# ---- ika2151_dac_deserializer ----
ika2151_dac_deserializer, routing congestion map:
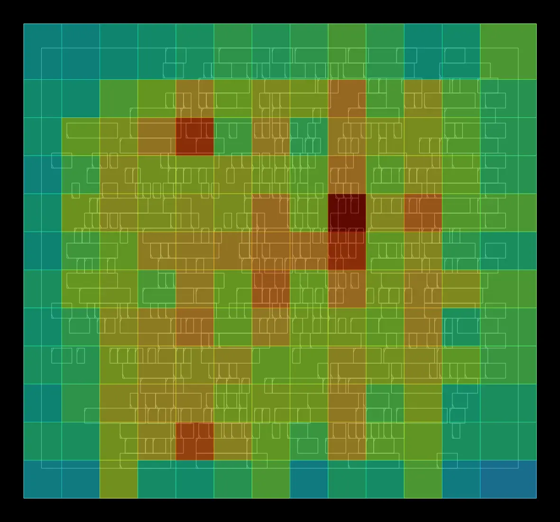

--- src/rtl/ika2151_dac_deserializer_pkg.sv ---
// Shared constants for the IKA2151 serial DAC receive path: word layout and FSM encoding.
package ika2151_dac_deserializer_pkg;

    localparam int unsigned FRAME_LEN_DEF = 32;
    localparam int unsigned WORD_W        = 13;
    localparam int unsigned PCM_W         = 16;

    localparam int unsigned MANT_LSB = 0;
    localparam int unsigned MANT_W   = 10;
    localparam int unsigned EXP_LSB  = 10;
    localparam int unsigned EXP_W    = 3;

    localparam logic [0:0] ST_WAIT_CH1 = 1'b0;
    localparam logic [0:0] ST_WAIT_CH2 = 1'b1;

endpackage

--- src/rtl/ika2151_fp_to_linear.sv ---
// Combinational decode of a 13-bit DAC floating-point word into 16-bit signed linear PCM.
module ika2151_fp_to_linear
    import ika2151_dac_deserializer_pkg::*;
(
    input  logic [WORD_W-1:0] word_i,
    output logic [PCM_W-1:0]  pcm_o
);

    logic [MANT_W-1:0] mant;
    logic [EXP_W-1:0]  expo;
    logic [MANT_W-1:0] m_signed;
    logic [PCM_W-1:0]  m_ext;

    always_comb begin
        mant     = word_i[MANT_LSB +: MANT_W];
        expo     = word_i[EXP_LSB +: EXP_W];
        // Mantissa is offset binary: flipping the MSB gives two's complement.
        m_signed = {~mant[MANT_W-1], mant[MANT_W-2:0]};
        m_ext    = {{(PCM_W - MANT_W){m_signed[MANT_W-1]}}, m_signed};
        if (expo == '0) begin
            pcm_o = '0;
        end else begin
            pcm_o = m_ext << (expo - 3'd1);
        end
    end

endmodule

--- src/rtl/ika2151_dac_deserializer.sv ---
// Receives the SO/SH1/SH2 serial DAC stream, decodes both channels and tracks frame lock.
module ika2151_dac_deserializer
    import ika2151_dac_deserializer_pkg::*;
#(
    parameter int unsigned FRAME_LEN = FRAME_LEN_DEF,
    parameter int unsigned LOCK_CNT  = 2
) (
    input  logic              i_EMUCLK,
    input  logic              i_RST,
    input  logic              i_phi1_NCEN_n,
    input  logic              i_SO,
    input  logic              i_SH1,
    input  logic              i_SH2,
    output logic [PCM_W-1:0]  o_CH1,
    output logic [PCM_W-1:0]  o_CH2,
    output logic              o_SAMPLE_STB,
    output logic              o_LOCKED,
    output logic              o_FRAME_ERR
);

    localparam logic [1:0] LockMax = 2'(LOCK_CNT);

    logic [WORD_W-1:0] sr_q, sr_d;
    logic              sh1_q, sh1_d, sh2_q, sh2_d;
    logic [0:0]        state_q, state_d;
    logic [5:0]        per_q, per_d;
    logic              seen_q, seen_d;
    logic [1:0]        lock_q, lock_d;
    logic [PCM_W-1:0]  ch1_q, ch1_d, ch2_q, ch2_d;
    logic              stb_q, stb_d;
    logic              err_q, err_d;

    logic              en, fall1, fall2;
    logic [PCM_W-1:0]  pcm;

    // The word present before this enable's shift is the one being latched.
    ika2151_fp_to_linear u_dec (
        .word_i (sr_q),
        .pcm_o  (pcm)
    );

    always_comb begin
        en      = ~i_phi1_NCEN_n;
        fall1   = sh1_q & ~i_SH1;
        fall2   = sh2_q & ~i_SH2;
        sr_d    = sr_q;
        sh1_d   = sh1_q;
        sh2_d   = sh2_q;
        state_d = state_q;
        per_d   = per_q;
        seen_d  = seen_q;
        lock_d  = lock_q;
        ch1_d   = ch1_q;
        ch2_d   = ch2_q;
        stb_d   = 1'b0;
        err_d   = err_q;
        if (en) begin
            sr_d  = {i_SO, sr_q[WORD_W-1:1]};
            sh1_d = i_SH1;
            sh2_d = i_SH2;
            per_d = (per_q == 6'd63) ? per_q : per_q + 6'd1;
            if (i_SH1 && i_SH2) err_d = 1'b1;
            if (fall1) ch1_d = pcm;
            if (fall2) ch2_d = pcm;

            if (fall1 && fall2) begin
                err_d   = 1'b1;
                state_d = ST_WAIT_CH1;
            end else if (fall1) begin
                state_d = ST_WAIT_CH2;
            end else if (fall2 && state_q == ST_WAIT_CH2) begin
                stb_d   = 1'b1;
                state_d = ST_WAIT_CH1;
            end

            if (fall1) begin
                per_d  = '0;
                seen_d = 1'b1;
                if (seen_q) begin
                    if (32'(per_q) + 32'd1 == FRAME_LEN) begin
                        if (lock_q != LockMax) lock_d = lock_q + 2'd1;
                    end else begin
                        err_d  = 1'b1;
                        lock_d = '0;
                    end
                end
            end
        end
    end

    always_ff @(posedge i_EMUCLK or posedge i_RST) begin
        if (i_RST) begin
            sr_q    <= '0;
            sh1_q   <= 1'b0;
            sh2_q   <= 1'b0;
            state_q <= ST_WAIT_CH1;
            per_q   <= '0;
            seen_q  <= 1'b0;
            lock_q  <= '0;
            ch1_q   <= '0;
            ch2_q   <= '0;
            stb_q   <= 1'b0;
            err_q   <= 1'b0;
        end else begin
            sr_q    <= sr_d;
            sh1_q   <= sh1_d;
            sh2_q   <= sh2_d;
            state_q <= state_d;
            per_q   <= per_d;
            seen_q  <= seen_d;
            lock_q  <= lock_d;
            ch1_q   <= ch1_d;
            ch2_q   <= ch2_d;
            stb_q   <= stb_d;
            err_q   <= err_d;
        end
    end

    assign o_CH1        = ch1_q;
    assign o_CH2        = ch2_q;
    assign o_SAMPLE_STB = stb_q;
    assign o_LOCKED     = (lock_q == LockMax);
    assign o_FRAME_ERR  = err_q;

endmodule
--- config.mk ---
export PLATFORM = sky130hd
export DESIGN_NAME = ika2151_dac_deserializer
export DESIGN_NICKNAME = d
export VERILOG_FILES = /design/src/rtl/ika2151_dac_deserializer_pkg.sv /design/src/rtl/ika2151_fp_to_linear.sv /design/src/rtl/ika2151_dac_deserializer.sv
export SDC_FILE = /design/constraint.sdc
export NUM_CORES = 1
export LEC_CHECK = 0
export ABC_AREA = 1
export CORE_AREA = 3 3 90 83
export CTS_BUF_LIST = sky130_fd_sc_hd__clkbuf_2 sky130_fd_sc_hd__clkbuf_4 sky130_fd_sc_hd__clkbuf_8
export DETAILED_ROUTE_END_ITERATION = 6
export DIE_AREA = 0 0 93 86
export PLACE_DENSITY = 0.65
export REMOVE_ABC_BUFFERS = 1
export SYNTH_ARGS = -nofsm -noshare
export SYNTH_HDL_FRONTEND = slang
export SYNTH_HIERARCHICAL = 1
export SYNTH_SLANG_ARGS = --single-unit
--- constraint.sdc ---
create_clock -name i_EMUCLK -period 3.7 [get_ports i_EMUCLK]
set_clock_uncertainty 0.1 [all_clocks]
set_input_delay 0.74 -clock i_EMUCLK [delete_from_list [all_inputs] [get_ports i_EMUCLK]]
set_output_delay 0.74 -clock i_EMUCLK [all_outputs]
set_load 0.02 [all_outputs]
# ---- mem_ctrl_nch ----
==> config.mk <==
export PLATFORM = sky130hd
export DESIGN_NAME = mem_ctrl_nch
export DESIGN_NICKNAME = d
export VERILOG_FILES = /design/src/rtl/mem_ctrl_nch.sv
export SDC_FILE = /design/constraint.sdc
export NUM_CORES = 1
export LEC_CHECK = 0
export CAP_MARGIN = 20
export CORE_UTILIZATION = 36
export CTS_BUF_LIST = sky130_fd_sc_hd__clkbuf_4 sky130_fd_sc_hd__clkbuf_8
export CTS_CLUSTER_SIZE = 25
export DETAILED_ROUTE_END_ITERATION = 8
export SLEW_MARGIN = 25
export SYNTH_ARGS = -nofsm -noshare
export SYNTH_HDL_FRONTEND = slang
export SYNTH_SLANG_ARGS = --single-unit
==> constraint.sdc <==
create_clock -name clk -period 10.8 [get_ports clk]
set_clock_uncertainty 0.15 [all_clocks]
set_input_delay 1.62 -clock clk [delete_from_list [all_inputs] [get_ports clk]]
set_output_delay 1.62 -clock clk [all_outputs]
set_load 0.01 [all_outputs]
==> src/rtl/mem_ctrl_nch.sv <==
// mem_ctrl_nch: N-channel round-robin front end for the byte-serial RAM/IO port.
// Serialises 1/2/4-byte little-endian accesses, stalls IO writes while the UART
// is full, and drops speculative reads when a mispredict flush arrives.
module mem_ctrl_nch #(
  parameter int              N_CH       = 2,
  parameter logic [N_CH-1:0] FLUSH_MASK = 2'b10,
  parameter int              IO_GAP     = 1
) (
  input  logic                 clk,
  input  logic                 rst,
  input  logic                 rdy,
  input  logic                 jp_wrong,
  input  logic [N_CH-1:0]      req,
  input  logic [N_CH-1:0]      we,
  input  logic [2*N_CH-1:0]    size,
  input  logic [32*N_CH-1:0]   addr,
  input  logic [32*N_CH-1:0]   wdata,
  output logic [N_CH-1:0]      done,
  output logic [31:0]          rdata,
  input  logic                 io_buffer_full,
  input  logic [7:0]           mem_din,
  output logic [7:0]           mem_dout,
  output logic [31:0]          mem_a,
  output logic                 mem_wr
);

  localparam int RR_W = (N_CH > 1) ? $clog2(N_CH) : 1;

  typedef enum logic [1:0] {S_IDLE, S_READ, S_WRITE, S_GAP} state_t;

  state_t            state_q, state_d;
  logic [RR_W-1:0]   rr_q, rr_d;
  logic [RR_W-1:0]   g_q, g_d;
  logic [2:0]        n_q, n_d;
  logic [2:0]        k_q, k_d;
  logic [1:0]        gap_q, gap_d;
  logic [N_CH-1:0]   done_q, done_d;
  logic [31:0]       rdata_q, rdata_d;
  logic [31:0]       addr_q, addr_d;
  logic [31:0]       wdata_q, wdata_d;
  logic [31:0]       buf_q, buf_d;

  logic [N_CH-1:0]   elig;
  logic              found;
  logic [RR_W-1:0]   win;
  int                arb_idx;
  logic              io_c;
  logic              stall_c;
  logic [2:0]        rd_idx;

  function automatic logic [2:0] byte_count(input logic [1:0] sz);
    case (sz)
      2'd0:    byte_count = 3'd1;
      2'd1:    byte_count = 3'd2;
      default: byte_count = 3'd4;
    endcase
  endfunction

  function automatic logic is_io(input logic [31:0] a);
    is_io = (a[17:16] == 2'b11);
  endfunction

  // A channel whose done is showing is skipped so a held req is not re-served;
  // speculative reads are skipped while a flush is present.
  assign elig    = req & ~done_q & ~({N_CH{jp_wrong}} & FLUSH_MASK & ~we);
  assign io_c    = is_io(addr_q);
  assign stall_c = (state_q == S_WRITE) && io_c && io_buffer_full;

  // Round-robin search starting at rr_q for the first eligible channel.
  always_comb begin
    found   = 1'b0;
    win     = '0;
    arb_idx = 0;
    for (int j = 0; j < N_CH; j++) begin
      arb_idx = int'(rr_q) + j;
      if (arb_idx >= N_CH) arb_idx = arb_idx - N_CH;
      if (!found && elig[arb_idx]) begin
        found = 1'b1;
        win   = RR_W'(arb_idx);
      end
    end
  end

  // Control state register, cleared asynchronously.
  always_ff @(posedge clk or negedge rst) begin
    if (!rst) begin
      state_q <= S_IDLE;
      rr_q    <= '0;
      g_q     <= '0;
      n_q     <= 3'd1;
      k_q     <= '0;
      gap_q   <= '0;
      done_q  <= '0;
      rdata_q <= '0;
    end else begin
      state_q <= state_d;
      rr_q    <= rr_d;
      g_q     <= g_d;
      n_q     <= n_d;
      k_q     <= k_d;
      gap_q   <= gap_d;
      done_q  <= done_d;
      rdata_q <= rdata_d;
    end
  end

  // Latched request payload and read assembly buffer; only consumed after a grant.
  always_ff @(posedge clk) begin
    addr_q  <= addr_d;
    wdata_q <= wdata_d;
    buf_q   <= buf_d;
  end

  // Next-state and datapath updates; everything holds while rdy is low.
  always_comb begin
    state_d = state_q;
    rr_d    = rr_q;
    g_d     = g_q;
    n_d     = n_q;
    k_d     = k_q;
    gap_d   = gap_q;
    done_d  = done_q;
    rdata_d = rdata_q;
    addr_d  = addr_q;
    wdata_d = wdata_q;
    buf_d   = buf_q;
    if (rdy) begin
      done_d = '0;
      case (state_q)
        S_IDLE: begin
          if (found) begin
            g_d     = win;
            rr_d    = (win == RR_W'(N_CH - 1)) ? '0 : win + RR_W'(1);
            addr_d  = addr[32*win +: 32];
            wdata_d = wdata[32*win +: 32];
            n_d     = byte_count(size[2*win +: 2]);
            k_d     = '0;
            buf_d   = '0;
            state_d = we[win] ? S_WRITE : S_READ;
          end
        end
        S_READ: begin
          if (jp_wrong && FLUSH_MASK[g_q]) begin
            state_d = S_IDLE;
          end else begin
            // mem_din carries the byte issued in the previous active cycle.
            if (k_q != 3'd0) buf_d[8*(int'(k_q)-1) +: 8] = mem_din;
            if (k_q == n_q) begin
              rdata_d     = buf_d;
              done_d[g_q] = 1'b1;
              state_d     = S_IDLE;
            end else begin
              k_d = k_q + 3'd1;
            end
          end
        end
        S_WRITE: begin
          if (!stall_c) begin
            if (k_q == 3'(n_q - 3'd1)) begin
              done_d[g_q] = 1'b1;
              gap_d       = 2'((IO_GAP > 0) ? IO_GAP - 1 : 0);
              state_d     = (io_c && IO_GAP > 0) ? S_GAP : S_IDLE;
            end else begin
              k_d = k_q + 3'd1;
            end
          end
        end
        S_GAP: begin
          if (gap_q == 2'd0) state_d = S_IDLE;
          else               gap_d   = gap_q - 2'd1;
        end
        default: state_d = S_IDLE;
      endcase
    end
  end

  // While paused mid-read, re-present the last issued address so mem_din
  // still carries the pending byte when rdy returns.
  assign rd_idx = (rdy || k_q == 3'd0) ? k_q : k_q - 3'd1;

  // Port outputs decoded from the current state.
  always_comb begin
    mem_a    = '0;
    mem_dout = '0;
    mem_wr   = 1'b0;
    case (state_q)
      S_READ: begin
        if (!(rdy && k_q == n_q)) mem_a = addr_q + 32'(rd_idx);
      end
      S_WRITE: begin
        if (!stall_c) begin
          mem_a    = addr_q + 32'(k_q);
          mem_dout = wdata_q[8*k_q +: 8];
          mem_wr   = rdy;
        end
      end
      default: ;
    endcase
  end

  assign done  = rdy ? done_q : '0;
  assign rdata = rdata_q;

endmodule
mem_ctrl_nch, routing congestion map:
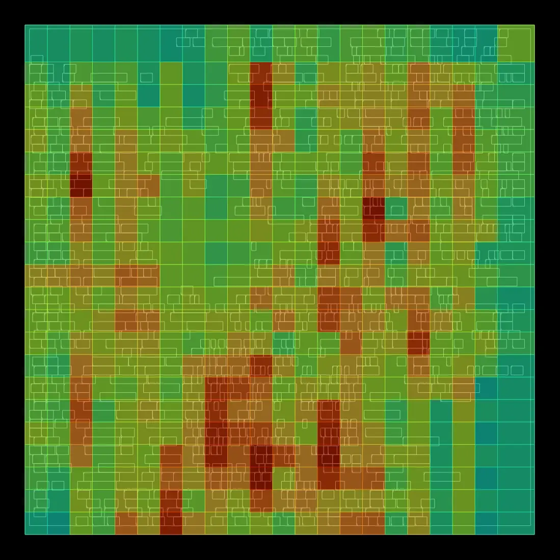
GR Util met2: 0.313
Core Util, Final: 0.492
Global Route met1 Usage: 0.270
busiest layer in global routing: met2

==> impl_metrics.csv, mem_ctrl_nch <==
group,metric,value,unit
detailed_routing,ant_nets,0,
logic_synthesis,top_cell_area_share,0.337,
logic_synthesis,simple_gate_area_frac,0.154,
timing,fin_setup_tns,0,ps
timing,fin_crit_sh,0.642,
detailed_routing,maxUsedRoutingLayer,"met4",
timing,maxSlewHeadroom,0.361,
clock_tree,cts_tree,"built",
logic_synthesis,ys_cells,764,
power_and_ir_drop,swShare,0.384,
worst_setup_path,r2r_setup_slack,6470,ps
power_and_ir_drop,finalPower,2650,uW
clock_tree,ctsResizeCount,0,
clock_tree,cts_sinks,142,
run,maxCapViolations,0,
cells_and_area,nNetsFinal,1142,
cells_and_area,inverters,25,
floorplan,fp_util,0.366,
floorplan,die_h,156,um
cells_and_area,comb_area,0.00423,mm2
timing,holdWs,373,ps
logic_synthesis,yosysWarningCount,0,
power_and_ir_drop,clkPwrFrac,0.192,
run_status,status,"complete, no violations",
cells_and_area,n_clock_buffer,17,
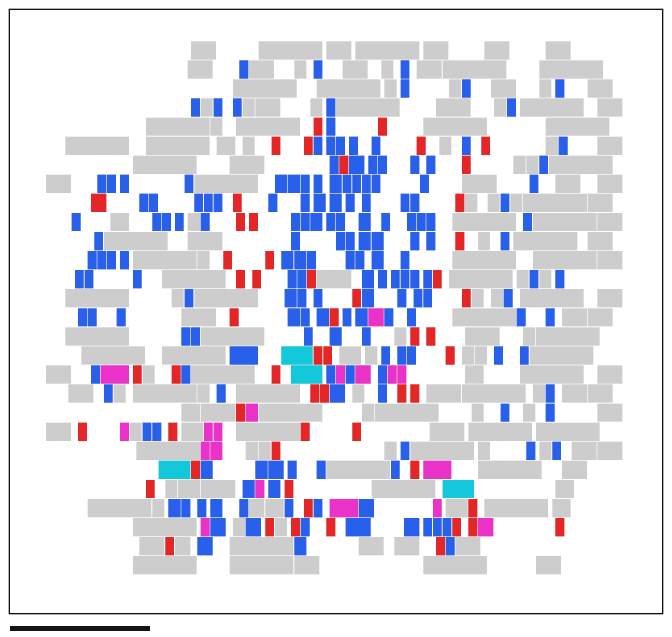
ika2151_dac_deserializer: selected gate families
Bar = 20 um.
Cyan stands for fa/ha/maj cells, cells 4. Red stands for inv cells, cells 56. Magenta stands for nor cells, cells 18. Blue stands for nand cells, cells 180.
Commonest Layout Cell: nand2_1
Comb/total area: 0.329
fin cells: 520

Notes on 'routing congestion map' of ika2151_dac_deserializer above:
busiest layer in global routing: met2
GR Util met2: 0.242
total track usage: 0.164

==> impl_metrics.csv, ika2151_dac_deserializer <==
group,metric,value,unit
run_status,status,"complete, no violations",
clock_tree,cts_root_buf,"clkbuf_8",
timing,fin_ws,1320,ps
clock_tree,ctsResizeCount,0,
timing,maxSlewHeadroom,0.676,
power_and_ir_drop,ir_drop,0.182,mV
power_and_ir_drop,power_leakage,0.00178,uW
worst_setup_path,worst_path_max_delay_cell,"clkdlybuf4s50_1",
cells_and_area,fillCellCount,660,
detailed_routing,wl_met3,298,um
placement,place_inst,504,
worst_setup_path,cp_cell_sequence,"inv_1 > ha_1 > clkdlybuf4s50_1",
clock_tree,cts_buffers,9,
cells_and_area,lay_top_cells,"nand2_1, dfrtp_1, inv_1",
detailed_routing,ant_nets,0,
worst_setup_path,critical-path-top-delay-family,"buffers and inverters",
placement,dpl_worst_slack,1210,ps
detailed_routing,avgViaCountPerCell,4.69,
logic_synthesis,yosys-top-cells-count,"nand2_1, dfrtp_1, inv_1, o21ai_0, nand3_1",
worst_setup_path,slowest_delay,610,ps
logic_synthesis,yosysTopAreaCell,"dfrtp_1",
worst_setup_path,critPathLaunchType,"flip-flop",
worst_setup_path,r2r-start,"sr_q[10]",
worst_setup_path,path_max_fanout,2,
floorplan,rows,28,
global_routing,antenna_found_initial,0,
logic_synthesis,adder_share,0.0170,
placement,gp_congestion,0.851,
power_and_ir_drop,maxPowerGroup,"registers",
cells_and_area,num-nonclk-buffers,43,

# ---- uart_rx_ctrl ----
--- src/rtl/uart_rx_ctrl.sv ---
`default_nettype none
// ============================================================================
// Module : uart_rx_ctrl
// Desc   : UART receive sequencer that samples each bit at mid-period and
//          drives an external shift register and FIFO. Define
//          UART_RX_PARITY_EN to add an even-parity bit (8E1) to the frame.
// Rev    : 1.0  initial release
// ============================================================================
module uart_rx_ctrl #(
    parameter int CLK_DIV = 868
) (
    input  logic Clk,
    input  logic Rst,
    input  logic RxD,
    input  logic Fifo_full,
    output logic Shift_ena,
    output logic Shift_din,
    output logic Data_valid,
    output logic Busy,
    output logic Frame_err,
    output logic Overrun_err,
    output logic Parity_err
);

    localparam int c_cnt_w = $clog2(CLK_DIV);

    localparam logic [c_cnt_w-1:0] c_bit_last  = c_cnt_w'(CLK_DIV - 1);
    localparam logic [c_cnt_w-1:0] c_half_last = c_cnt_w'(CLK_DIV / 2 - 1);
    localparam logic [c_cnt_w-1:0] c_cnt_one   = c_cnt_w'(1);
    localparam logic [c_cnt_w-1:0] c_cnt_zero  = '0;

    localparam logic [2:0] c_idle   = 3'd0;
    localparam logic [2:0] c_start  = 3'd1;
    localparam logic [2:0] c_data   = 3'd2;
`ifdef UART_RX_PARITY_EN
    localparam logic [2:0] c_parity = 3'd3;
`endif
    localparam logic [2:0] c_stop   = 3'd4;

    logic [1:0]         r_sync;
    logic [2:0]         r_state;
    logic [c_cnt_w-1:0] r_baud_cnt;
    logic [2:0]         r_bit_cnt;

    logic w_rx_s;
    logic w_sample;
    logic w_stop_sample;
    logic w_good_stop;
    logic w_par_err;

    assign w_rx_s = r_sync[1];

    // The start bit is sampled half a period in; every later bit one full period on.
    always_comb begin
        w_sample = 1'b0;
        if (r_state == c_start) begin
            w_sample = (r_baud_cnt == c_half_last);
        end else if (r_state != c_idle) begin
            w_sample = (r_baud_cnt == c_bit_last);
        end
    end

`ifdef UART_RX_PARITY_EN
    logic r_par_acc;
    logic r_par_err;

    always_ff @(posedge Clk) begin
        if (Rst) begin
            r_par_acc <= 1'b0;
            r_par_err <= 1'b0;
        end else if (r_state == c_start) begin
            r_par_acc <= 1'b0;
            r_par_err <= 1'b0;
        end else if (w_sample && (r_state == c_data)) begin
            r_par_acc <= r_par_acc ^ w_rx_s;
        end else if (w_sample && (r_state == c_parity)) begin
            r_par_err <= r_par_acc ^ w_rx_s;
        end
    end

    assign w_par_err = r_par_err;
`else
    assign w_par_err = 1'b0;
`endif

    always_ff @(posedge Clk) begin
        if (Rst) begin
            r_sync     <= 2'b11;
            r_state    <= c_idle;
            r_baud_cnt <= c_cnt_zero;
            r_bit_cnt  <= 3'd0;
        end else begin
            r_sync <= {r_sync[0], RxD};
            case (r_state)
                c_idle: begin
                    r_baud_cnt <= c_cnt_zero;
                    r_bit_cnt  <= 3'd0;
                    if (!w_rx_s) begin
                        r_state <= c_start;
                    end
                end
                c_start: begin
                    if (w_sample) begin
                        r_baud_cnt <= c_cnt_zero;
                        r_bit_cnt  <= 3'd0;
                        r_state    <= w_rx_s ? c_idle : c_data;
                    end else begin
                        r_baud_cnt <= r_baud_cnt + c_cnt_one;
                    end
                end
                c_data: begin
                    if (w_sample) begin
                        r_baud_cnt <= c_cnt_zero;
                        r_bit_cnt  <= r_bit_cnt + 3'd1;
                        if (r_bit_cnt == 3'd7) begin
`ifdef UART_RX_PARITY_EN
                            r_state <= c_parity;
`else
                            r_state <= c_stop;
`endif
                        end
                    end else begin
                        r_baud_cnt <= r_baud_cnt + c_cnt_one;
                    end
                end
`ifdef UART_RX_PARITY_EN
                c_parity: begin
                    if (w_sample) begin
                        r_baud_cnt <= c_cnt_zero;
                        r_state    <= c_stop;
                    end else begin
                        r_baud_cnt <= r_baud_cnt + c_cnt_one;
                    end
                end
`endif
                c_stop: begin
                    if (w_sample) begin
                        r_baud_cnt <= c_cnt_zero;
                        r_state    <= c_idle;
                    end else begin
                        r_baud_cnt <= r_baud_cnt + c_cnt_one;
                    end
                end
                default: begin
                    r_baud_cnt <= c_cnt_zero;
                    r_bit_cnt  <= 3'd0;
                    r_state    <= c_idle;
                end
            endcase
        end
    end

    // Stop-bit outcome priority: framing, then parity, then overrun, else accept.
    assign w_stop_sample = w_sample && (r_state == c_stop);
    assign w_good_stop   = w_stop_sample && w_rx_s && !w_par_err;

    assign Shift_ena   = w_sample && (r_state == c_data);
    assign Shift_din   = Shift_ena && w_rx_s;
    assign Frame_err   = w_stop_sample && !w_rx_s;
    assign Parity_err  = w_stop_sample && w_rx_s && w_par_err;
    assign Data_valid  = w_good_stop && !Fifo_full;
    assign Overrun_err = w_good_stop && Fifo_full;
    assign Busy        = (r_state != c_idle);

endmodule
`default_nettype wire

--- config.mk ---
export PLATFORM = sky130hd
export DESIGN_NAME = uart_rx_ctrl
export DESIGN_NICKNAME = d
export VERILOG_FILES = /design/src/rtl/uart_rx_ctrl.sv
export SDC_FILE = /design/constraint.sdc
export NUM_CORES = 1
export LEC_CHECK = 0
export CAP_MARGIN = 20
export CORE_ASPECT_RATIO = 1.4
export CORE_MARGIN = 3
export CORE_UTILIZATION = 29
export CTS_CLUSTER_SIZE = 14
export DETAILED_ROUTE_END_ITERATION = 8
export MAX_ROUTING_LAYER = met4
export SLEW_MARGIN = 20
export SYNTH_ARGS = -nofsm -noshare
export SYNTH_HDL_FRONTEND = slang
export SYNTH_SLANG_ARGS = --single-unit
export TNS_END_PERCENT = 50
--- constraint.sdc ---
create_clock -name Clk -period 3.3 [get_ports Clk]
set_input_delay 0.66 -clock Clk [delete_from_list [all_inputs] [get_ports Clk]]
set_output_delay 0.66 -clock Clk [all_outputs]
set_load 0.005 [all_outputs]
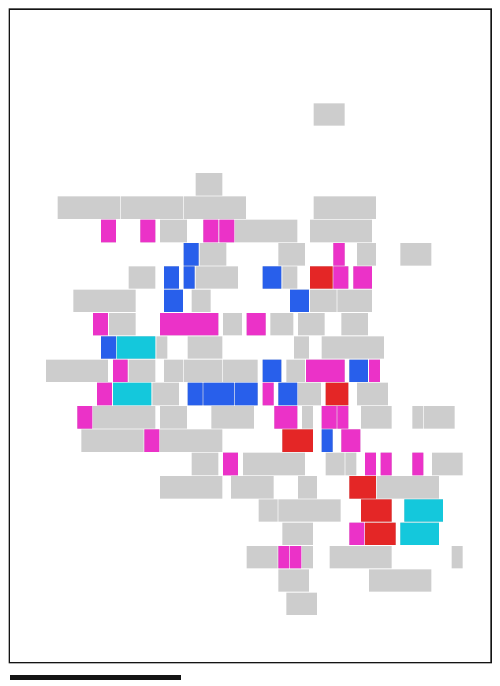
uart_rx_ctrl: selected gate families
Bar = 20 um.
Red stands for non-inverting ao/oa cells, cells 6. Magenta stands for nor cells, cells 28. Cyan stands for fa/ha/maj cells, cells 4. Blue stands for nand cells, cells 14, where centre.

==> impl_metrics.csv <==
group,metric,value,unit
power_and_ir_drop,p_clk,147,uW
min_path,holdPathEnd,"r_sync[1]",
timing,fin_crit_sh,0.888,
global_routing,grt_pass1_vias,757,
run,log.warning_count,27,
floorplan,fp.coreArea,0.00324,mm2
cells_and_area,insertedDiodeCount,0,
cells_and_area,buf_share,0.0783,
timing,slew_viol_final,0,
cells_and_area,inverters,5,
logic_synthesis,synth.most_common_cell,"dfxtp_1",
logic_synthesis,netlist_area,0.00102,mm2
run_status,status,"complete, no violations",
floorplan,die-area,0.00427,mm2
clock_tree,clk_latency,250,ps
power_and_ir_drop,ir_drop,0.177,mV
logic_synthesis,adder_share,0.0491,
logic_synthesis,ff_type,"dfxtp_1",
power_and_ir_drop,swShare,0.269,
logic_synthesis,async_flop_share,0,


## Gallery

Met3 routing.
image #1
Bar = 50 um.
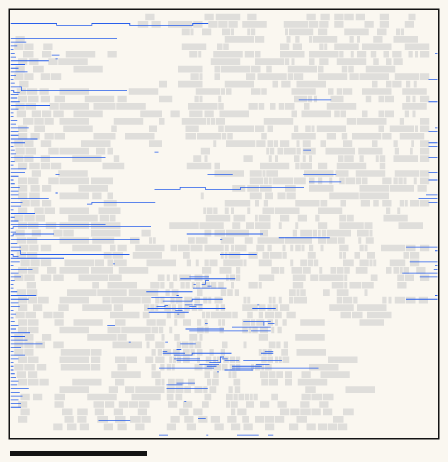
image #2
Bar = 20 um.
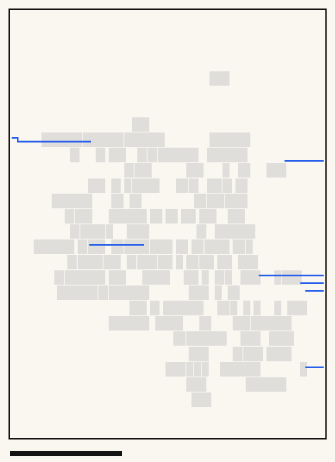
image #3
Bar = 20 um.
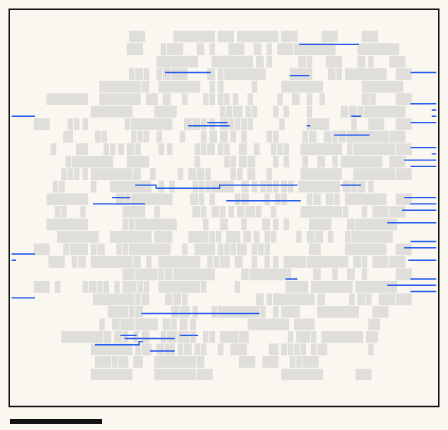
- largest die: image #1
- image #2 = uart_rx_ctrl
- image #1 = mem_ctrl_nch
- image #3 = ika2151_dac_deserializer

Power figures rest on the tool's default switching activity, not on a simulated workload.
